# arb_rr4

## src/rtl/arb_rr4_pkg.sv

```systemverilog
// Shared types and constants for the 4-way round-robin arbiter.
package arb_rr4_pkg;

  localparam int NREQ = 4;

  typedef enum logic {
    ST_IDLE = 1'b0,
    ST_BUSY = 1'b1
  } state_t;

  typedef logic [1:0] req_idx_t;

  function automatic logic [NREQ-1:0] idx_onehot(input req_idx_t idx);
    return 4'b0001 << idx;
  endfunction

  function automatic req_idx_t idx_next(input req_idx_t idx);
    return req_idx_t'(idx + 2'd1);
  endfunction

endpackage

```

## src/rtl/rr_pick4.sv

```systemverilog
// Combinational round-robin picker: first unmasked request at or after ptr.
module rr_pick4
  import arb_rr4_pkg::*;
(
  input  logic [NREQ-1:0] req,
  input  logic [NREQ-1:0] mask,
  input  req_idx_t        ptr,
  output req_idx_t        winner,
  output logic            any
);

  logic [NREQ-1:0]   w_live;
  logic [2*NREQ-1:0] w_dbl;
  logic [NREQ-1:0]   w_rot;
  req_idx_t          w_off;

  // Rotate the live requests so bit 0 is the pointer position, then priority-encode.
  always_comb begin
    w_live = req & ~mask;
    w_dbl  = {w_live, w_live};
    w_rot  = w_dbl[ptr +: NREQ];
    casez (w_rot)
      4'b???1: w_off = 2'd0;
      4'b??10: w_off = 2'd1;
      4'b?100: w_off = 2'd2;
      4'b1000: w_off = 2'd3;
      default: w_off = 2'd0;
    endcase
    winner = req_idx_t'(ptr + w_off);
    any    = |w_live;
  end

endmodule

```

## src/rtl/arb_rr4.sv

```systemverilog
// Four-requester round-robin arbiter with a registered operand output and
// a valid/ready handshake; supports back-to-back grants without idle cycles.
module arb_rr4
  import arb_rr4_pkg::*;
#(
  parameter int DW   = 2,
  parameter int NREQ = 4
) (
  input  logic            clk,
  input  logic            rst,
  input  logic [NREQ-1:0] req,
  input  logic [DW-1:0]   d0,
  input  logic [DW-1:0]   d1,
  input  logic [DW-1:0]   d2,
  input  logic [DW-1:0]   d3,
  input  logic            out_ready,
  output logic [NREQ-1:0] gnt,
  output logic [1:0]      sel,
  output logic            out_valid,
  output logic [DW-1:0]   out_data
);

  state_t          r_state;
  req_idx_t        r_ptr;
  req_idx_t        r_sel;
  logic [NREQ-1:0] r_gnt;
  logic            r_valid;
  logic [DW-1:0]   r_data;

  logic [NREQ-1:0] w_mask;
  req_idx_t        w_scan;
  req_idx_t        w_winner;
  logic            w_any;
  logic [DW-1:0]   w_operand;

  // In BUSY the picker is only consulted on a handshake, so scan from the
  // slot after the current winner with that winner masked out.
  always_comb begin
    w_mask = 4'b0000;
    w_scan = r_ptr;
    if (r_state == ST_BUSY) begin
      w_mask = idx_onehot(r_sel);
      w_scan = idx_next(r_sel);
    end else begin
      w_mask = 4'b0000;
      w_scan = r_ptr;
    end
  end

  rr_pick4 u_pick (
    .req    (req),
    .mask   (w_mask),
    .ptr    (w_scan),
    .winner (w_winner),
    .any    (w_any)
  );

  // 4:1 operand select driven by the candidate winner.
  always_comb begin
    w_operand = '0;
    case (w_winner)
      2'd0:    w_operand = d0;
      2'd1:    w_operand = d1;
      2'd2:    w_operand = d2;
      2'd3:    w_operand = d3;
      default: w_operand = '0;
    endcase
  end

  // Arbiter FSM; all outputs registered.
  always_ff @(posedge clk) begin
    if (rst) begin
      r_state <= ST_IDLE;
      r_ptr   <= 2'd0;
      r_sel   <= 2'd0;
      r_gnt   <= 4'b0000;
      r_valid <= 1'b0;
      r_data  <= '0;
    end else begin
      case (r_state)
        ST_IDLE: begin
          if (w_any) begin
            r_state <= ST_BUSY;
            r_sel   <= w_winner;
            r_gnt   <= idx_onehot(w_winner);
            r_data  <= w_operand;
            r_valid <= 1'b1;
          end
        end
        ST_BUSY: begin
          if (out_ready) begin
            r_ptr <= idx_next(r_sel);
            if (w_any) begin
              r_sel   <= w_winner;
              r_gnt   <= idx_onehot(w_winner);
              r_data  <= w_operand;
              r_valid <= 1'b1;
            end else begin
              r_state <= ST_IDLE;
              r_gnt   <= 4'b0000;
              r_valid <= 1'b0;
            end
          end
        end
        default: begin
          r_state <= ST_IDLE;
          r_gnt   <= 4'b0000;
          r_valid <= 1'b0;
        end
      endcase
    end
  end

  assign gnt       = r_gnt;
  assign sel       = r_sel;
  assign out_valid = r_valid;
  assign out_data  = r_data;

endmodule

```

## config.mk

```make
export PLATFORM = sky130hd
export DESIGN_NAME = arb_rr4
export DESIGN_NICKNAME = d
export VERILOG_FILES = /design/src/rtl/arb_rr4_pkg.sv /design/src/rtl/rr_pick4.sv /design/src/rtl/arb_rr4.sv
export SDC_FILE = /design/constraint.sdc
export NUM_CORES = 1
export LEC_CHECK = 0
export CAP_MARGIN = 20
export CORE_ASPECT_RATIO = 0.75
export CORE_MARGIN = 2
export CORE_UTILIZATION = 41
export CTS_CLUSTER_SIZE = 10
export DETAILED_ROUTE_END_ITERATION = 10
export PLACE_DENSITY = 0.74
export SYNTH_ARGS = -nofsm -noshare
export SYNTH_HDL_FRONTEND = slang
export SYNTH_HIERARCHICAL = 1
export SYNTH_SLANG_ARGS = --single-unit
```

## constraint.sdc

```tcl
create_clock -name clk -period 2.35 [get_ports clk]
set_input_delay 0.47 -clock clk [delete_from_list [all_inputs] [get_ports clk]]
set_output_delay 0.47 -clock clk [all_outputs]
set_load 0.01 [all_outputs]
```

# intersection_ctrl_flat

`config.mk`:
```
export PLATFORM = sky130hd
export DESIGN_NAME = intersection_ctrl_flat
export DESIGN_NICKNAME = d
export VERILOG_FILES = /design/src/rtl/intersection_ctrl_pkg.sv /design/src/rtl/intersection_ctrl_if.sv /design/src/rtl/intersection_ctrl_phase_timer.sv /design/src/rtl/intersection_ctrl.sv /design/src/flat_wrapper.sv
export SDC_FILE = /design/constraint.sdc
export NUM_CORES = 1
export LEC_CHECK = 0
export ABC_AREA = 1
export ABC_CLOCK_PERIOD_IN_PS = 3770
export CELL_PAD_IN_SITES_DETAIL_PLACEMENT = 1
export CELL_PAD_IN_SITES_GLOBAL_PLACEMENT = 1
export CORE_MARGIN = 2
export CORE_UTILIZATION = 30
export DETAILED_ROUTE_END_ITERATION = 12
export GPL_TIMING_DRIVEN = 0
export HOLD_SLACK_MARGIN = 0.1
export PLACE_DENSITY = 0.76
export SLEW_MARGIN = 15
export SYNTH_ARGS = -nofsm -noshare
export SYNTH_HDL_FRONTEND = slang
export SYNTH_SLANG_ARGS = --single-unit
```
`constraint.sdc`:
```
create_clock -name clk -period 3.77 [get_ports clk]
set_input_delay 0.754 -clock clk [delete_from_list [all_inputs] [get_ports clk]]
set_output_delay 0.754 -clock clk [all_outputs]
set_load 0.01 [all_outputs]
```
`src/rtl/intersection_ctrl_pkg.sv`:
```
// Shared types for the intersection controller: state encoding,
// default dwell times and the {red, yellow, green} lamp tuple.
package traffic_pkg;

    typedef enum logic [2:0] {
        NS_GREEN  = 3'd0,
        NS_YELLOW = 3'd1,
        NS_CLEAR  = 3'd2,
        EW_GREEN  = 3'd3,
        EW_YELLOW = 3'd4,
        EW_CLEAR  = 3'd5,
        PED_WALK  = 3'd6
    } state_t;

    localparam int GREEN_DEF  = 20;
    localparam int YELLOW_DEF = 5;
    localparam int ALLRED_DEF = 2;
    localparam int WALK_DEF   = 10;

    typedef struct packed {
        logic red;
        logic yellow;
        logic green;
    } lamp_t;

    localparam lamp_t LAMP_RED = 3'b100;
    localparam lamp_t LAMP_YEL = 3'b010;
    localparam lamp_t LAMP_GRN = 3'b001;

    typedef struct packed {
        lamp_t ns;
        lamp_t ew;
        logic  walk;
    } heads_t;

    // Both roads default to red; only the served road lights otherwise.
    function automatic heads_t decode(state_t s);
        heads_t h;
        h.ns   = LAMP_RED;
        h.ew   = LAMP_RED;
        h.walk = 1'b0;
        case (s)
            NS_GREEN:  h.ns = LAMP_GRN;
            NS_YELLOW: h.ns = LAMP_YEL;
            EW_GREEN:  h.ew = LAMP_GRN;
            EW_YELLOW: h.ew = LAMP_YEL;
            PED_WALK:  h.walk = 1'b1;
            default: ;
        endcase
        return h;
    endfunction

endpackage

```
`src/rtl/intersection_ctrl_if.sv`:
```
// Control and lamp bundle between the intersection controller
// and its environment (request input, lamp heads, debug taps).
interface intersection_ctrl_if #(
    parameter int CNT_W = 8
);
    logic             enable;
    logic             ped_req;
    logic             ped_ack;
    logic             ns_red;
    logic             ns_yellow;
    logic             ns_green;
    logic             ew_red;
    logic             ew_yellow;
    logic             ew_green;
    logic             walk;
    logic [2:0]       state_o;
    logic [CNT_W-1:0] count_o;

    modport master (
        output enable, ped_req,
        input  ped_ack, ns_red, ns_yellow, ns_green,
        input  ew_red, ew_yellow, ew_green, walk,
        input  state_o, count_o
    );

    modport slave (
        input  enable, ped_req,
        output ped_ack, ns_red, ns_yellow, ns_green,
        output ew_red, ew_yellow, ew_green, walk,
        output state_o, count_o
    );
endinterface

```
`src/rtl/intersection_ctrl_phase_timer.sv`:
```
// Phase dwell counter: counts 0..tc-1 while enabled, done on the
// last enabled cycle, cleared by the FSM on every transition.
module phase_timer #(
    parameter int CNT_W = 8
) (
    input  logic             clk,
    input  logic             reset,
    input  logic             enable,
    input  logic             clear,
    input  logic [CNT_W-1:0] tc,
    output logic [CNT_W-1:0] count,
    output logic             done
);
    assign done = enable && (count == tc - CNT_W'(1));

    always_ff @(posedge clk) begin
        if (reset)
            count <= '0;
        else if (clear)
            count <= '0;
        else if (enable)
            count <= count + CNT_W'(1);
    end
endmodule

```
`src/rtl/intersection_ctrl.sv`:
```
// Two-road intersection sequencer with all-red clearance and a
// latched pedestrian walk phase; lamps are registered from state.
module intersection_ctrl
    import traffic_pkg::*;
#(
    parameter int GREEN_TICKS  = GREEN_DEF,
    parameter int YELLOW_TICKS = YELLOW_DEF,
    parameter int ALLRED_TICKS = ALLRED_DEF,
    parameter int WALK_TICKS   = WALK_DEF,
    parameter int CNT_W        = 8
) (
    input  logic              clk,
    input  logic              reset,
    intersection_ctrl_if.slave bus
);
    state_t           state;
    state_t           nxt;
    heads_t           heads;
    logic [CNT_W-1:0] tc;
    logic [CNT_W-1:0] count;
    logic             done;
    logic             walk_go;
    logic             ped_pending;
    logic             resume_ew;

    always_comb begin
        tc = CNT_W'(WALK_TICKS);
        unique case (state)
            NS_GREEN, EW_GREEN:   tc = CNT_W'(GREEN_TICKS);
            NS_YELLOW, EW_YELLOW: tc = CNT_W'(YELLOW_TICKS);
            NS_CLEAR, EW_CLEAR:   tc = CNT_W'(ALLRED_TICKS);
            default:              tc = CNT_W'(WALK_TICKS);
        endcase
    end

    always_comb begin
        nxt = state;
        unique case (state)
            NS_GREEN:  nxt = NS_YELLOW;
            NS_YELLOW: nxt = NS_CLEAR;
            NS_CLEAR:  nxt = ped_pending ? PED_WALK : EW_GREEN;
            EW_GREEN:  nxt = EW_YELLOW;
            EW_YELLOW: nxt = EW_CLEAR;
            EW_CLEAR:  nxt = ped_pending ? PED_WALK : NS_GREEN;
            default:   nxt = resume_ew ? EW_GREEN : NS_GREEN;
        endcase
    end

    assign walk_go = done && (nxt == PED_WALK);

    phase_timer #(.CNT_W(CNT_W)) u_timer (
        .clk    (clk),
        .reset  (reset),
        .enable (bus.enable),
        .clear  (done),
        .tc     (tc),
        .count  (count),
        .done   (done)
    );

    // Entering the walk wins over a same-cycle request: it is served.
    always_ff @(posedge clk) begin
        if (reset) begin
            state       <= NS_GREEN;
            heads       <= decode(NS_GREEN);
            ped_pending <= 1'b0;
            resume_ew   <= 1'b0;
            bus.ped_ack <= 1'b0;
        end else begin
            bus.ped_ack <= walk_go;
            if (walk_go)
                ped_pending <= 1'b0;
            else if (bus.ped_req && state != PED_WALK)
                ped_pending <= 1'b1;
            if (walk_go)
                resume_ew <= (state == NS_CLEAR);
            if (done) begin
                state <= nxt;
                heads <= decode(nxt);
            end
        end
    end

    assign bus.ns_red    = heads.ns.red;
    assign bus.ns_yellow = heads.ns.yellow;
    assign bus.ns_green  = heads.ns.green;
    assign bus.ew_red    = heads.ew.red;
    assign bus.ew_yellow = heads.ew.yellow;
    assign bus.ew_green  = heads.ew.green;
    assign bus.walk      = heads.walk;
    assign bus.state_o   = state;
    assign bus.count_o   = count;
endmodule
```
`src/flat_wrapper.sv`:
```
// flat-port wrapper written by rule: the top's interface ports become plain ports
module intersection_ctrl_flat import traffic_pkg::*;
#(
    parameter int GREEN_TICKS  = GREEN_DEF,
    parameter int YELLOW_TICKS = YELLOW_DEF,
    parameter int ALLRED_TICKS = ALLRED_DEF,
    parameter int WALK_TICKS   = WALK_DEF,
    parameter int CNT_W        = 8
)
  (clk, reset, bus_enable, bus_ped_req, bus_ped_ack, bus_ns_red, bus_ns_yellow, bus_ns_green, bus_ew_red, bus_ew_yellow, bus_ew_green, bus_walk, bus_state_o, bus_count_o);
  intersection_ctrl_if #(.CNT_W(CNT_W)) bus_i ();
  input  logic clk;
  input  logic reset;
  input wire logic [$bits(bus_i.enable)-1:0] bus_enable;
  input wire logic [$bits(bus_i.ped_req)-1:0] bus_ped_req;
  output wire logic [$bits(bus_i.ped_ack)-1:0] bus_ped_ack;
  output wire logic [$bits(bus_i.ns_red)-1:0] bus_ns_red;
  output wire logic [$bits(bus_i.ns_yellow)-1:0] bus_ns_yellow;
  output wire logic [$bits(bus_i.ns_green)-1:0] bus_ns_green;
  output wire logic [$bits(bus_i.ew_red)-1:0] bus_ew_red;
  output wire logic [$bits(bus_i.ew_yellow)-1:0] bus_ew_yellow;
  output wire logic [$bits(bus_i.ew_green)-1:0] bus_ew_green;
  output wire logic [$bits(bus_i.walk)-1:0] bus_walk;
  output wire logic [$bits(bus_i.state_o)-1:0] bus_state_o;
  output wire logic [$bits(bus_i.count_o)-1:0] bus_count_o;
  assign bus_i.enable = bus_enable;
  assign bus_i.ped_req = bus_ped_req;
  assign bus_ped_ack = bus_i.ped_ack;
  assign bus_ns_red = bus_i.ns_red;
  assign bus_ns_yellow = bus_i.ns_yellow;
  assign bus_ns_green = bus_i.ns_green;
  assign bus_ew_red = bus_i.ew_red;
  assign bus_ew_yellow = bus_i.ew_yellow;
  assign bus_ew_green = bus_i.ew_green;
  assign bus_walk = bus_i.walk;
  assign bus_state_o = bus_i.state_o;
  assign bus_count_o = bus_i.count_o;
  intersection_ctrl #(.GREEN_TICKS(GREEN_TICKS), .YELLOW_TICKS(YELLOW_TICKS), .ALLRED_TICKS(ALLRED_TICKS), .WALK_TICKS(WALK_TICKS), .CNT_W(CNT_W)) u_core (.clk(clk), .reset(reset), .bus(bus_i));
endmodule
```
# ni_packet_injector

[config.mk]
export PLATFORM = sky130hd
export DESIGN_NAME = ni_packet_injector
export DESIGN_NICKNAME = d
export VERILOG_FILES = /design/src/rtl/ni_packet_injector.sv
export SDC_FILE = /design/constraint.sdc
export NUM_CORES = 1
export LEC_CHECK = 0
export CORE_MARGIN = 3
export CORE_UTILIZATION = 55
export CTS_BUF_LIST = sky130_fd_sc_hd__clkbuf_4 sky130_fd_sc_hd__clkbuf_8
export DETAILED_ROUTE_END_ITERATION = 10
export DONT_BUFFER_PORTS = 1
export GPL_ROUTABILITY_DRIVEN = 0
export GPL_TIMING_DRIVEN = 1
export PLACE_DENSITY = 0.7
export SETUP_SLACK_MARGIN = 0.1
export SLEW_MARGIN = 10
export SYNTH_ARGS = -nofsm -noshare
export SYNTH_HDL_FRONTEND = slang
export SYNTH_SLANG_ARGS = --single-unit
[constraint.sdc]
create_clock -name clk -period 3.6 [get_ports clk]
set_input_delay 0.54 -clock clk [delete_from_list [all_inputs] [get_ports clk]]
set_output_delay 0.54 -clock clk [all_outputs]
set_load 0.01 [all_outputs]
[src/rtl/ni_packet_injector.sv]
// Source-side network interface: turns one core packet request into a
// head/body1/body2/tail wormhole flit sequence on the router local port.
module ni_packet_injector #(
    parameter int FLIT_SIZE = 19,
    parameter int ADDR_BITS = 8,
    parameter int DATA_BITS = 16,
    parameter int CNT_BITS  = 16
) (
    input  logic                 clk,
    input  logic                 rst,
    input  logic                 pkt_valid_i,
    output logic                 pkt_ready_o,
    input  logic [ADDR_BITS-1:0] dest_x_i,
    input  logic [ADDR_BITS-1:0] dest_y_i,
    input  logic [DATA_BITS-1:0] payload0_i,
    input  logic [DATA_BITS-1:0] payload1_i,
    output logic [FLIT_SIZE-1:0] flit_o,
    output logic                 flit_req_o,
    input  logic                 flit_ack_i,
    output logic                 busy_o,
    output logic [CNT_BITS-1:0]  pkt_sent_cnt_o
);

    localparam logic [1:0] TYPE_HEAD = 2'd0;
    localparam logic [1:0] TYPE_TAIL = 2'd1;
    localparam logic [1:0] TYPE_BODY = 2'd2;
    localparam logic [1:0] TYPE_NONE = 2'd3;

    localparam logic [FLIT_SIZE-1:0] IDLE_FLIT = {1'b0, TYPE_NONE, {DATA_BITS{1'b0}}};
    localparam logic [FLIT_SIZE-1:0] TAIL_FLIT = {1'b1, TYPE_TAIL, {DATA_BITS{1'b0}}};
    localparam logic [CNT_BITS-1:0]  CNT_ONE   = {{(CNT_BITS-1){1'b0}}, 1'b1};

    typedef enum logic [2:0] {
        ST_IDLE,
        ST_HEAD,
        ST_BODY1,
        ST_BODY2,
        ST_TAIL
    } state_t;

    state_t                 state_reg, state_next;
    logic [FLIT_SIZE-1:0]   flit_reg, flit_next;
    logic                   req_reg, req_next;
    logic [CNT_BITS-1:0]    cnt_reg, cnt_next;
    logic [ADDR_BITS-1:0]   dest_x_reg, dest_y_reg;
    logic [DATA_BITS-1:0]   payload_reg [2];
    logic [DATA_BITS-1:0]   payload_in  [2];
    logic                   accept;
    logic                   tail_done;

    assign payload_in[0] = payload0_i;
    assign payload_in[1] = payload1_i;

    // Ready is combinational on ack so a new packet can enter on the tail-ack edge.
    assign tail_done   = (state_reg == ST_TAIL) && flit_ack_i;
    assign pkt_ready_o = (state_reg == ST_IDLE) || tail_done;
    assign accept      = pkt_valid_i && pkt_ready_o;

    always_comb begin
        state_next = state_reg;
        unique case (state_reg)
            ST_IDLE:  if (accept)     state_next = ST_HEAD;
            ST_HEAD:  if (flit_ack_i) state_next = ST_BODY1;
            ST_BODY1: if (flit_ack_i) state_next = ST_BODY2;
            ST_BODY2: if (flit_ack_i) state_next = ST_TAIL;
            ST_TAIL:  if (flit_ack_i) state_next = accept ? ST_HEAD : ST_IDLE;
            default:                  state_next = ST_IDLE;
        endcase
    end

    // Output flit is precomputed from the next state so flit_o is a plain flop.
    // The head on the accept edge must come from the live inputs, since the
    // holding registers load on that same edge.
    always_comb begin
        flit_next = IDLE_FLIT;
        unique case (state_next)
            ST_HEAD:  flit_next = accept ? {1'b1, TYPE_HEAD, dest_x_i, dest_y_i}
                                         : {1'b1, TYPE_HEAD, dest_x_reg, dest_y_reg};
            ST_BODY1: flit_next = {1'b1, TYPE_BODY, payload_reg[0]};
            ST_BODY2: flit_next = {1'b1, TYPE_BODY, payload_reg[1]};
            ST_TAIL:  flit_next = TAIL_FLIT;
            default:  flit_next = IDLE_FLIT;
        endcase
        req_next = (state_next != ST_IDLE);
        cnt_next = tail_done ? cnt_reg + CNT_ONE : cnt_reg;
    end

    always_ff @(posedge clk or posedge rst) begin
        if (rst) begin
            state_reg  <= ST_IDLE;
            flit_reg   <= IDLE_FLIT;
            req_reg    <= 1'b0;
            cnt_reg    <= '0;
            dest_x_reg <= '0;
            dest_y_reg <= '0;
        end else begin
            state_reg <= state_next;
            flit_reg  <= flit_next;
            req_reg   <= req_next;
            cnt_reg   <= cnt_next;
            if (accept) begin
                dest_x_reg <= dest_x_i;
                dest_y_reg <= dest_y_i;
            end
        end
    end

    generate
        for (genvar gi = 0; gi < 2; gi++) begin : g_payload_hold
            always_ff @(posedge clk or posedge rst) begin
                if (rst) begin
                    payload_reg[gi] <= '0;
                end else if (accept) begin
                    payload_reg[gi] <= payload_in[gi];
                end
            end
        end
    endgenerate

    assign flit_o         = flit_reg;
    assign flit_req_o     = req_reg;
    assign busy_o         = (state_reg != ST_IDLE);
    assign pkt_sent_cnt_o = cnt_reg;

endmodule

# mutex_value_arbiter

`src/rtl/mutex_pkg.sv`:
```
// Shared constants for the mutex value arbiter: FSM encodings and default sizing.
package mutex_pkg;

   localparam int WIDTH_DEF  = 32;
   localparam int WR_NUM_DEF = 4;
   localparam int RD_NUM_DEF = 2;

   localparam logic [0:0] ST_IDLE  = 1'b0;
   localparam logic [0:0] ST_BCAST = 1'b1;

endpackage

```
`src/rtl/rr_arbiter.sv`:
```
// Combinational round-robin picker: one-hot grant to the first requester after last_grant.
module rr_arbiter #(
   parameter int N  = 4,
   parameter int IW = (N > 1) ? $clog2(N) : 1
) (
   input  logic [N-1:0]  req,
   input  logic [IW-1:0] last_grant,
   output logic [N-1:0]  grant
);

   localparam logic [N-1:0] LSB = {{(N-1){1'b0}}, 1'b1};

   logic [N-1:0] mask;
   logic [N-1:0] hi_req;
   logic [N-1:0] hi_pick;
   logic [N-1:0] lo_pick;

   // Requesters strictly above last_grant get first pick; otherwise wrap to the lowest index.
   assign mask    = ({N{1'b1}} << last_grant) << 1;
   assign hi_req  = req & mask;
   assign hi_pick = hi_req & (~hi_req + LSB);
   assign lo_pick = req & (~req + LSB);
   assign grant   = (hi_req != '0) ? hi_pick : lo_pick;

endmodule

```
`src/rtl/mutex_value_arbiter.sv`:
```
// Arbitrates writers onto one shared value and broadcasts changes to every reader.
// state | meaning
// IDLE  | accepting one write per cycle via round-robin grant
// BCAST | value changed; waiting for every reader to acknowledge
module mutex_value_arbiter
   import mutex_pkg::*;
#(
   parameter int WIDTH  = WIDTH_DEF,
   parameter int WR_NUM = WR_NUM_DEF,
   parameter int RD_NUM = RD_NUM_DEF
) (
   input  logic                     core_clk,
   input  logic                     core_rst,
   input  logic [WIDTH*WR_NUM-1:0]  wr_value_i,
   input  logic [WR_NUM-1:0]        wr_valid_i,
   output logic [WR_NUM-1:0]        wr_ready_o,
   output logic [RD_NUM-1:0]        rd_valid_o,
   input  logic [RD_NUM-1:0]        rd_ready_i,
   output logic [RD_NUM*WIDTH-1:0]  rd_value_o,
   output logic                     busy_o
);

   localparam int IW = (WR_NUM > 1) ? $clog2(WR_NUM) : 1;

   logic [0:0]        state;
   logic [WIDTH-1:0]  cur_val;
   logic [WIDTH-1:0]  sel_val;
   logic [RD_NUM-1:0] rd_valid;
   logic [RD_NUM-1:0] rd_valid_nxt;
   logic [IW-1:0]     last_grant;
   logic [IW-1:0]     grant_idx;
   logic [WR_NUM-1:0] grant;
   logic              hs;

   rr_arbiter #(
      .N  (WR_NUM),
      .IW (IW)
   ) u_rr (
      .req        (wr_valid_i),
      .last_grant (last_grant),
      .grant      (grant)
   );

   assign wr_ready_o = (state == ST_IDLE && !core_rst) ? grant : '0;

   always_comb begin
      sel_val   = '0;
      grant_idx = '0;
      for (int k = 0; k < WR_NUM; k++) begin
         if (wr_ready_o[k]) begin
            sel_val   = wr_value_i[k*WIDTH +: WIDTH];
            grant_idx = IW'(k);
         end
      end
   end

   assign hs           = |(wr_valid_i & wr_ready_o);
   assign rd_valid_nxt = rd_valid & ~rd_ready_i;

   always_ff @(posedge core_clk or posedge core_rst) begin
      if (core_rst) begin
         state      <= ST_IDLE;
         cur_val    <= '0;
         rd_valid   <= '0;
         last_grant <= IW'(WR_NUM - 1);
      end else begin
         case (state)
            ST_IDLE: begin
               if (hs) begin
                  last_grant <= grant_idx;
                  // Rewriting the same value is accepted silently; readers see no change.
                  if (sel_val != cur_val) begin
                     cur_val  <= sel_val;
                     rd_valid <= '1;
                     state    <= ST_BCAST;
                  end
               end
            end
            default: begin
               rd_valid <= rd_valid_nxt;
               if (rd_valid_nxt == '0) state <= ST_IDLE;
            end
         endcase
      end
   end

   assign busy_o     = (state == ST_BCAST);
   assign rd_valid_o = rd_valid;
   assign rd_value_o = {RD_NUM{cur_val}};

endmodule

```
`config.mk`:
```
export PLATFORM = sky130hd
export DESIGN_NAME = mutex_value_arbiter
export DESIGN_NICKNAME = d
export VERILOG_FILES = /design/src/rtl/mutex_pkg.sv /design/src/rtl/rr_arbiter.sv /design/src/rtl/mutex_value_arbiter.sv
export SDC_FILE = /design/constraint.sdc
export NUM_CORES = 1
export LEC_CHECK = 0
export CAP_MARGIN = 20
export CORE_MARGIN = 2
export CORE_UTILIZATION = 40
export CTS_BUF_LIST = sky130_fd_sc_hd__clkbuf_4 sky130_fd_sc_hd__clkbuf_8
export CTS_CLUSTER_SIZE = 28
export DETAILED_ROUTE_END_ITERATION = 6
export GPL_TIMING_DRIVEN = 0
export PLACE_DENSITY = 0.93
export SETUP_SLACK_MARGIN = 0.15
export SKIP_LAST_GASP = 1
export SLEW_MARGIN = 25
export SYNTH_ARGS = -nofsm -noshare
export SYNTH_HDL_FRONTEND = slang
export SYNTH_SLANG_ARGS = --single-unit
```
`constraint.sdc`:
```
create_clock -name core_clk -period 3.55 [get_ports core_clk]
set_input_delay 0.71 -clock core_clk [delete_from_list [all_inputs] [get_ports core_clk]]
set_output_delay 0.71 -clock core_clk [all_outputs]
set_load 0.005 [all_outputs]
```
### PDN straps and rails, mutex_value_arbiter

Pins as bars on the die edge. Tap cells in grey.
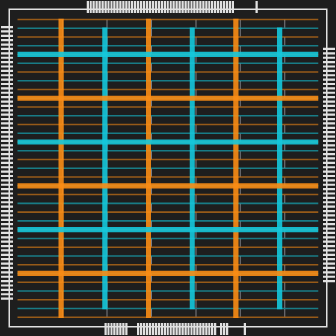
[cyan] VDD
[orange] VSS
rows: 34
signal pins: 207
met5 straps: 6
maximum vdd drop: 0.000321 V
Die X: 98.1 um
core area: 8640 sq um
Chip Height: 98.1 um

### Routed metal, one colour a layer, mutex_value_arbiter

Scale bar: 20 um.
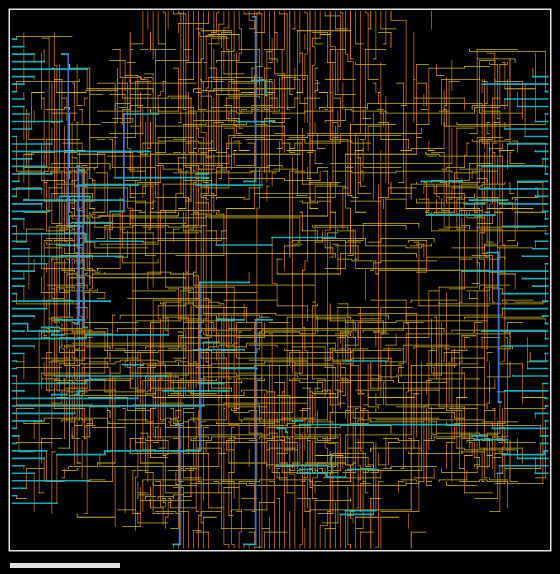
[orange] metal 2 | wire length: 7220 um
[yellow] metal 1 | wire length: 5570 um
[blue] metal 4 | wire length: 256 um
[cyan] metal 3 | wire length: 1020 um

==> flow_metrics.env, mutex_value_arbiter <==
# implementation run metrics
export IMPL_path_depth=15
export IMPL_grt_pass1_wl_um=21300
export IMPL_cap_violations=0
export IMPL_setup_viol=0
export IMPL_clock_latency_ps=290
export IMPL_ff_type="dfrtp_1"
export IMPL_buffers=281
export IMPL_post_cts_buffers=9
export IMPL_seq_power_mw=0.882
export IMPL_seq_share=0.152
export IMPL_htreeDepth=2
export IMPL_grt_max_degree=23
export IMPL_clock_buffers=7
export IMPL_clkCellAreaFrac=0.0166
export IMPL_fin_ws_ps=342
export IMPL_cp_end_kind="register"
export IMPL_worst_path_largest_cell_delay_ps=330
export IMPL_p_switching_mw=1.62
export IMPL_cts_buffers=5
export IMPL_ys_sh_xor=0.0791
export IMPL_post_cts_resized=35
export IMPL_drc=0
export IMPL_yosys_cells=408
export IMPL_r2r_end="cur_val[1]"
export IMPL_fp_nets=544
export IMPL_gp_congestion=0.868
export IMPL_cts_root_buffer="clkbuf_8"
export IMPL_largest_register_ff_count=32
export IMPL_ant_nets=0
export IMPL_logic_area_sq_um=2020
export IMPL_cp_cell_sequence="clkbuf_2 -> nor2_4 -> buf_4 -> a32oi_4 -> buf_4 -> buf_6 -> o221ai_1 -> a22oi_2 -> xnor2_1 -> nor4_2 -> nand4_1 -> o21ai_1 -> buf_6 -> buf_8 -> mux2i_1"
export IMPL_fp_row_count=34
export IMPL_status="finished, final reports clean"
export IMPL_layout_top_cells="201 x clkdlybuf4s50_1, 68 x inv_1, 57 x buf_4"
export IMPL_cts_tree="yes"
export IMPL_track_usage=0.277
export IMPL_hpwl_um=10900
export IMPL_cp_required_ps=3750
export IMPL_viasPerCell=5.46
export IMPL_startpoint_type="primary input"
export IMPL_inverters=70
export IMPL_wl_met1_um=5570
export IMPL_met2WireLength_um=7220
export IMPL_seqPwrFrac=0.215
export IMPL_syn_cell_area_sq_um=3540
export IMPL_endpoint="cur_val[1]"
export IMPL_common_cells="69 x inv_1, 41 x buf_4, 35 x dfrtp_1"
export IMPL_finalWirelength_um=14100
export IMPL_arrival_ps=3410
export IMPL_use_met2=0.487
export IMPL_startpoint="core_rst"
export IMPL_fa_ha_area_frac=0
export IMPL_flops=37
export IMPL_logic_family="AND-OR/OR-AND gates"
export IMPL_ys_seq_frac=0.262
export IMPL_crit_slowest_cell="nor4_2"
export IMPL_nFillCells=645
export IMPL_die_area_sq_um=9630
mutex_value_arbiter: stage by stage:
| step | setup TNS [ps] | hold WS, ps | total power [mW] | util | area (sq um) |
|---|---|---|---|---|---|
| CTS | 0 | 520 | 4.03 | 0.699 | 6040 |
| global placement | -25100 | 485 | 3.44 | 0.664 | 5730 |
| floorplan | 0 | 486 | 2.31 | - | 3540 |
| detailed placement | -29340 | 502 | 3.54 | 0.667 | 5760 |
| finish | 0 | 475 | 4.09 | 0.708 | 6110 |
| global route | 0 | 506 | 4.33 | 0.708 | 6110 |
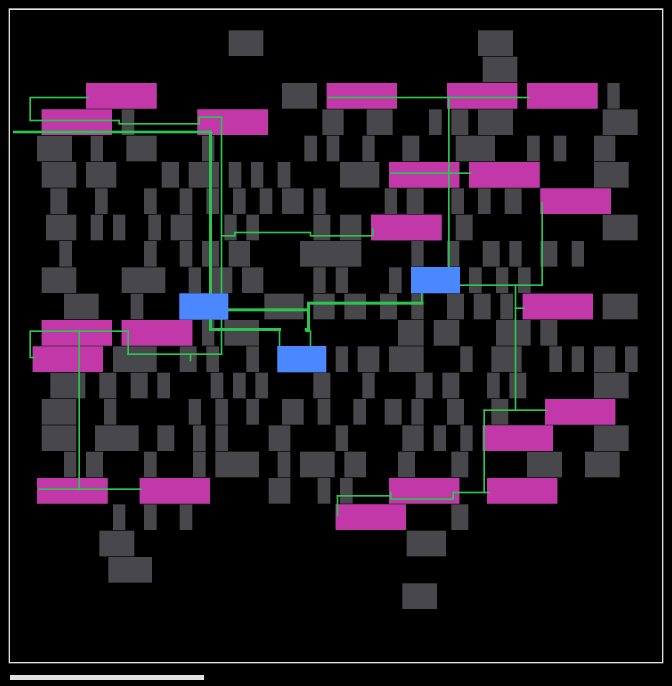
*Clock wires, drivers and flops, intersection_ctrl_flat*
Scale bar: 20 um.
[green] clock wires | length: 325 um
[magenta] flip-flops | count: 21
[blue] clock drivers | count: 3
routed clock nets: 4
flops lie: widely spread

==> flow_metrics.env, intersection_ctrl_flat <==
# implementation run metrics
export IMPL_status="finished, final reports clean"
export IMPL_gp_congestion=0.793
export IMPL_layout_top_cells="35 x nand2_1, 22 x inv_1, 22 x clkdlybuf4s50_1"
export IMPL_ant_nets=0
export IMPL_buf_share=0.163
export IMPL_initial_core_util=0.305
export IMPL_wl_met1_um=1320
export IMPL_place_ws_ps=1330
export IMPL_die_area_sq_um=4530
export IMPL_syn_inst=169
export IMPL_fin_setup_tns_ps=0
export IMPL_cts_hold_buffers=0
export IMPL_viasPerCell=4.58
export IMPL_io_pins=23
export IMPL_fa_ha_area_frac=0.0208
export IMPL_fin_nets=202
export IMPL_drt_first_pass_iters=3
export IMPL_fmax_mhz=460
export IMPL_seqPwrFrac=0.558
export IMPL_final_cell_area_sq_um=1530
export IMPL_fp_nets=175
export IMPL_period_used=0.577
export IMPL_clock_buffers=3
export IMPL_grt_use_met3=0.0400
export IMPL_use_met1=0.177
export IMPL_whs_path_depth=2
export IMPL_r2r_slack_ps=1590
export IMPL_worst_slew_pin_transition_ps=354
export IMPL_flops=21
export IMPL_layout_min_cycle_time_ps=2180
export IMPL_path_depth=14
export IMPL_design_core_area_sq_um=3940
export IMPL_grt_pass1_vias=1148
export IMPL_startpoint="u_core.bus.state_o[0]"
export IMPL_comb_share=0.433
export IMPL_critical_path_class="reg -> reg"
export IMPL_layout_top_cell="nand2_1"
export IMPL_p_comb_frac=0.072
export IMPL_hp_class="reg -> reg"
export IMPL_maxPowerGroup="sequential cells"
export IMPL_p_switching_mw=0.0976
export IMPL_ys_sh_xor=0.0291
export IMPL_p_sw_frac=0.239
export IMPL_cts_root_buffer="clkbuf_8"
export IMPL_n_antenna_cell=0
export IMPL_nFillCells=504
export IMPL_largest_register_ff_count=8
export IMPL_seqCellArea_sq_um=420
export IMPL_finalClockSkew_ps=1.14
export IMPL_slew_violations=0
export IMPL_clkTransAtPathRegs_ps=80
## intersection_ctrl_flat: synthesized netlist by cell type (2+ instances only)
cell / instances / area share
a21oi_1: 7 / 0.029
buf_6: 2 / 0.019
dfxtp_1: 21 / 0.35
ha_1: 2 / 0.021
inv_1: 22 / 0.069
inv_2: 2 / 0.0062
nand2_1: 35 / 0.11
nand2_2: 8 / 0.042
nand3_1: 13 / 0.054
nand3_2: 3 / 0.025
nand4_1: 3 / 0.016
nor2_1: 21 / 0.065
nor2_2: 3 / 0.016
nor3_1: 2 / 0.0083
nor3b_2: 3 / 0.031
o21ai_0: 6 / 0.025
xor2_1: 4 / 0.029
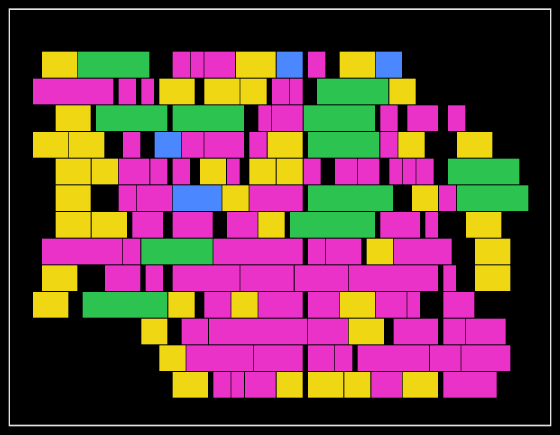
*Cell classes on the final placement, arb_rr4*
[yellow] remaining buffers and delay cells | cells: 41
[blue] clock drivers and dummy loads | cells: 4
[magenta] combinational and other logic | cells: 75
[green] sequential cells | cells: 12
std cell rows: 13
core area: 1790 sq um
utilization after layout: 0.768
post-route design area: 1370 sq um

==> flow_metrics.env, arb_rr4 <==
# implementation run metrics
export IMPL_status="complete, but fails checks"
export IMPL_violations="negative setup slack"
export IMPL_fin_ws_ps=-150
export IMPL_worst_path_largest_cell_delay_ps=530
export IMPL_syn_area_per_cell_sq_um=8.62
export IMPL_syn_inst=93
export IMPL_via_count=897
export IMPL_period_used=1.06
export IMPL_p_leak_nw=0.536
export IMPL_drtIter0Drc=15
export IMPL_cts_root_buffer="clkbuf_4"
export IMPL_p_switching_mw=0.488
export IMPL_route_met3_wl_um=149
export IMPL_post_cts_resized=20
export IMPL_setup_viol=5
export IMPL_clock_latency_ps=270
export IMPL_startpoint_type="register"
export IMPL_path_depth=10
export IMPL_fmax_mhz=400
export IMPL_p_comb_frac=0.649
export IMPL_die_area_sq_um=2330
-- arb_rr4: area by class of cell --
type,count,area share
multi-input combinational,71,0.491
timing repair buffer,41,0.269
tap,22,0.0200
sequential,12,0.183
clock buffer,4,0.0264
inverter,4,0.0109
-- arb_rr4: state kept, by name, indices dropped and copies added, names as in the netlist --
signal,count
gnt,4
out_data,2
out_valid,1
r_ptr,2
r_state,1
sel,2
-- arb_rr4: per-stage QoR --
stage | hold WS, ps | std cells
6_report | 453 | 154
5_1_grt | 490 | 154
3_3_place_gp | 441 | 147
3_5_place_dp | 446 | 147
2_1_floorplan | 434 | 93
4_1_cts | 456 | 152
### PDN straps and rails, ni_packet_injector

Pins as bars on the die edge. Tap cells in grey.
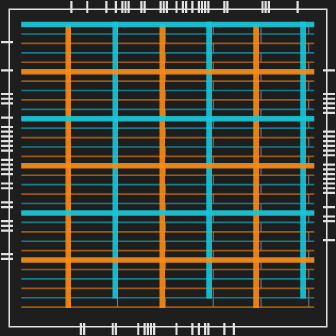
[orange] VSS
[cyan] VDD
met5 straps: 6
rows: 30
met1 rails: 31

### Clock wires, drivers and flops, ni_packet_injector

Scale bar: 20 um.
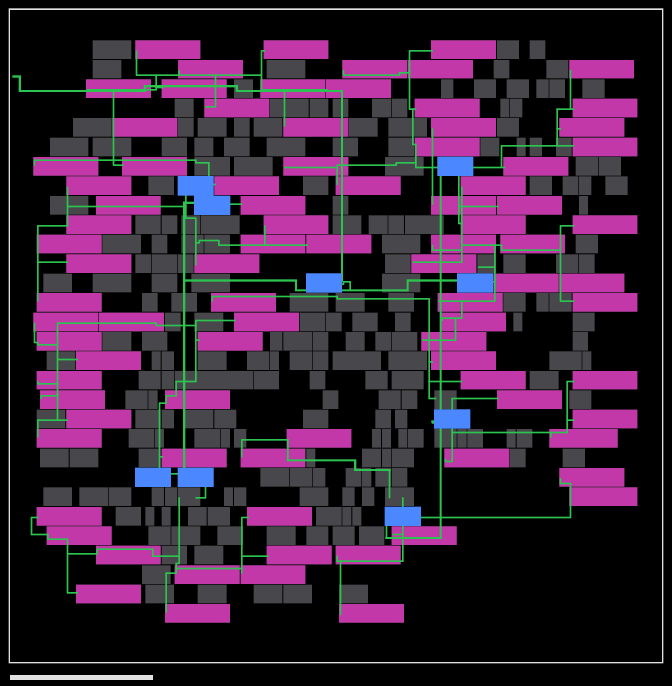
[green] clock wires | length: 979 um
[magenta] flip-flops | count: 87
[blue] clock drivers | count: 9
routed clock nets: 10
flops lie: widely spread
power share of the clock group: 0.193
Layout Skew: 11.8 ps

==> flow_metrics.env, ni_packet_injector <==
# implementation run metrics
export IMPL_crit_path_max_fanout=23
export IMPL_n_antenna_cell=0
export IMPL_p_switching_mw=1.26
export IMPL_startpoint_type="register"
export IMPL_ys_sh_mux=0.227
export IMPL_syn2layout_area_growth_pct=6.11
export IMPL_grt_pass1_wl_um=12600
export IMPL_fp_row_count=30
export IMPL_dominant_cells="registers"
export IMPL_clkTransAtPathRegs_ps=90
export IMPL_total_power_mw=3.70
export IMPL_pg_comb_mw=1.21
export IMPL_drc=0
export IMPL_slew_violations=0
export IMPL_fa_ha_area_frac=0.00313
export IMPL_layout_top_cells="85 x dfrtp_1, 30 x mux2_2, 27 x mux2i_1"
export IMPL_yosys_cells=305
export IMPL_clkSinkCount=87
export IMPL_seq_share=0.514
export IMPL_comb_share=0.397
export IMPL_utilization=0.614
export IMPL_top_cell_area_share=0.532
export IMPL_buf_share=0.00885
export IMPL_antenna_found_initial=0
export IMPL_fp_dieH_um=91.2
export IMPL_endpoint="payload_reg[8]"
export IMPL_fin_ws_ps=1070
export IMPL_regToRegStartpoint="state_reg[0]"
export IMPL_ys_sh_aoi=0.0761
export IMPL_topCellsByArea="dfrtp_1 53%, mux2_2 8.5%, mux2_4 7.5%"
export IMPL_taps=96
export IMPL_drt_first_pass_iters=4
export IMPL_post_cts_resized=0
export IMPL_via_count=2332
export IMPL_layout_min_cycle_time_ps=2530
export IMPL_p_int_mw=2.43
export IMPL_largest_register_ff_count=32
export IMPL_ys_sh_simple=0.0764
export IMPL_top_area_cell="dfrtp_1"
export IMPL_ant_nets=0
export IMPL_yosysWarnings=0
export IMPL_reg2reg_depth=5
export IMPL_post_cts_buffers=0
export IMPL_peakVddDrop_v=0.000437
export IMPL_grt_pass1_vias=2365
export IMPL_clkCellAreaFrac=0.0502
export IMPL_synth_async_reset_ratio=1.00
export IMPL_status="finished, final reports clean"
export IMPL_cp_required_ps=3840
export IMPL_ys_flops=87
export IMPL_nFillCells=560
export IMPL_layout_top_cell="dfrtp_1"
export IMPL_hp_class="in -> async"
export IMPL_finalWirelength_um=7840
export IMPL_inverters=1
export IMPL_ff_type="dfrtp_1"
export IMPL_p_sw_frac=0.342
export IMPL_io_pins=90
export IMPL_hold_viol=0
export IMPL_r2r_end="payload_reg[8]"
export IMPL_buffers=5
export IMPL_fmax_mhz=395
export IMPL_hpwl_um=5480
export IMPL_cts_buffers=9
export IMPL_startpoint="state_reg[0]"
export IMPL_drtIter0Drc=159
==> ni_packet_injector: per-layer routing <==
| layer | wire length, um | global-route usage |
|---|---|---|
| met4 | 116 | 0.0704 |
| met5 | 0 | 0 |
| met3 | 538 | 0.0713 |
| met2 | 3700 | 0.303 |
| met1 | 3490 | 0.255 |
==> ni_packet_injector: critical path, stage by stage (launching register included) <==
cell	delay, ps
dfrtp_1	820
nor3b_4	80
buf_4	250
nand2_2	490
buf_4	380
mux2_2	370

==> layout pictures side by side <==
Routing congestion.
shot_01.png
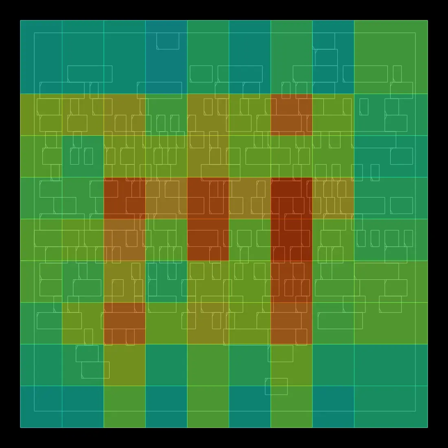
shot_02.png
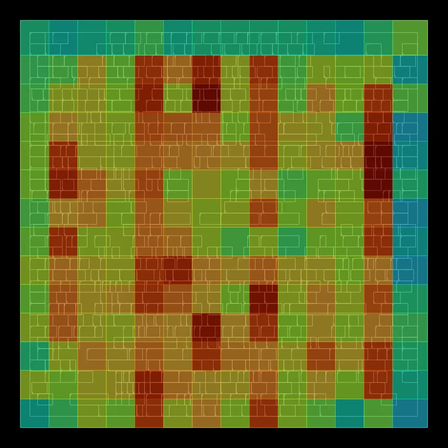
shot_03.png
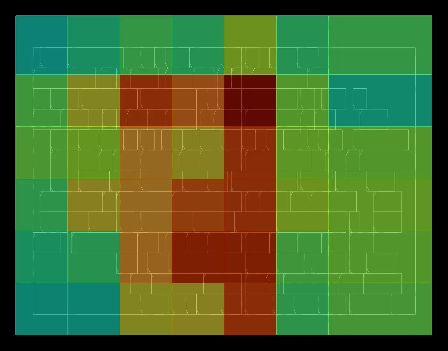
shot_04.png
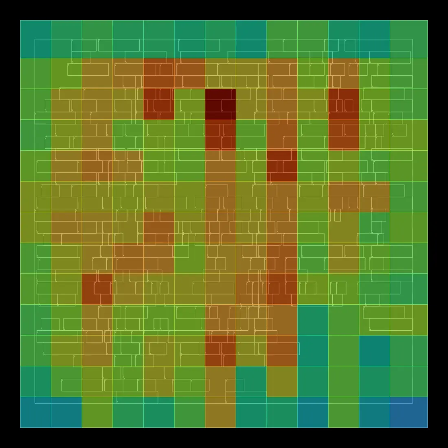
Of these, highest track usage: shot_02.png
Of these, lowest utilization: shot_01.png
intersection_ctrl_flat -> shot_01.png
ni_packet_injector -> shot_04.png
mutex_value_arbiter -> shot_02.png
arb_rr4 -> shot_03.png



==> layout pictures side by side <==
Cell classes on the final placement.
image #1
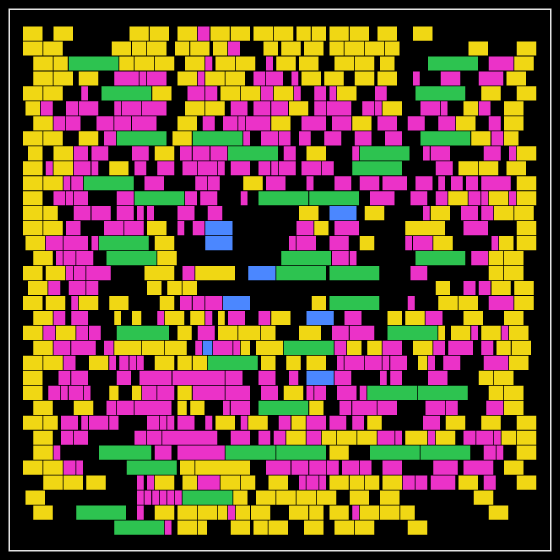
image #2
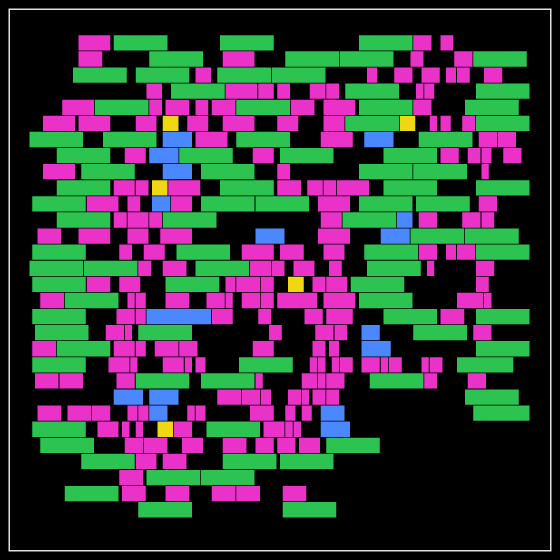
image #3
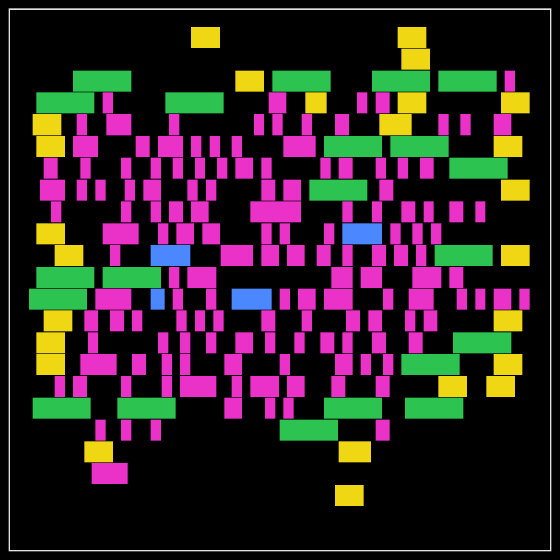
mutex_value_arbiter -> image #1
ni_packet_injector -> image #2
intersection_ctrl_flat -> image #3
The one with the most cells is image #1.
The one with the highest utilization is image #1.

Key to image #3:
[magenta] combinational and other logic | cells: 145
[green] sequential cells | cells: 21
[yellow] remaining buffers and delay cells | cells: 25
[blue] clock drivers and dummy loads | cells: 4


## Gallery

Routed metal, one colour a layer.
Scale bar: 20 um.
picture 1
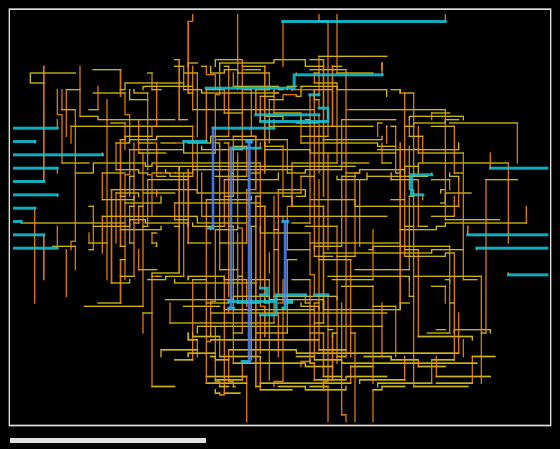
picture 2
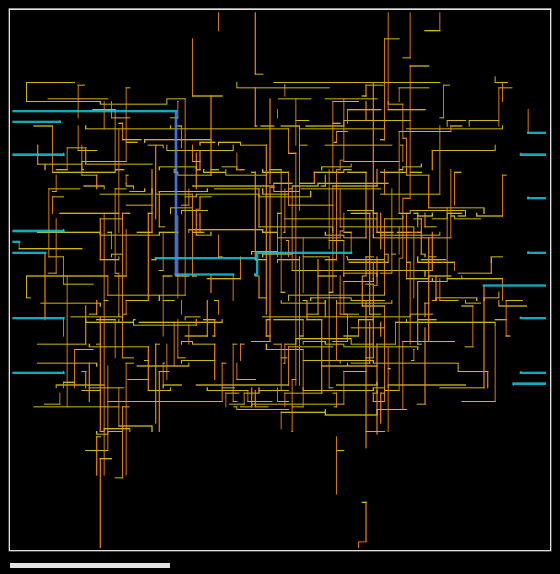
picture 3
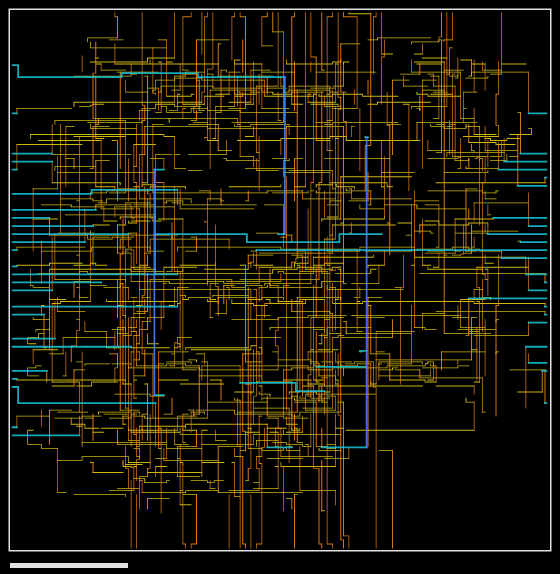
- most wire: picture 3
- largest die: picture 3
- picture 1 = arb_rr4
- picture 3 = ni_packet_injector
- picture 2 = intersection_ctrl_flat

Power figures rest on the tool's default switching activity, not on a simulated workload.
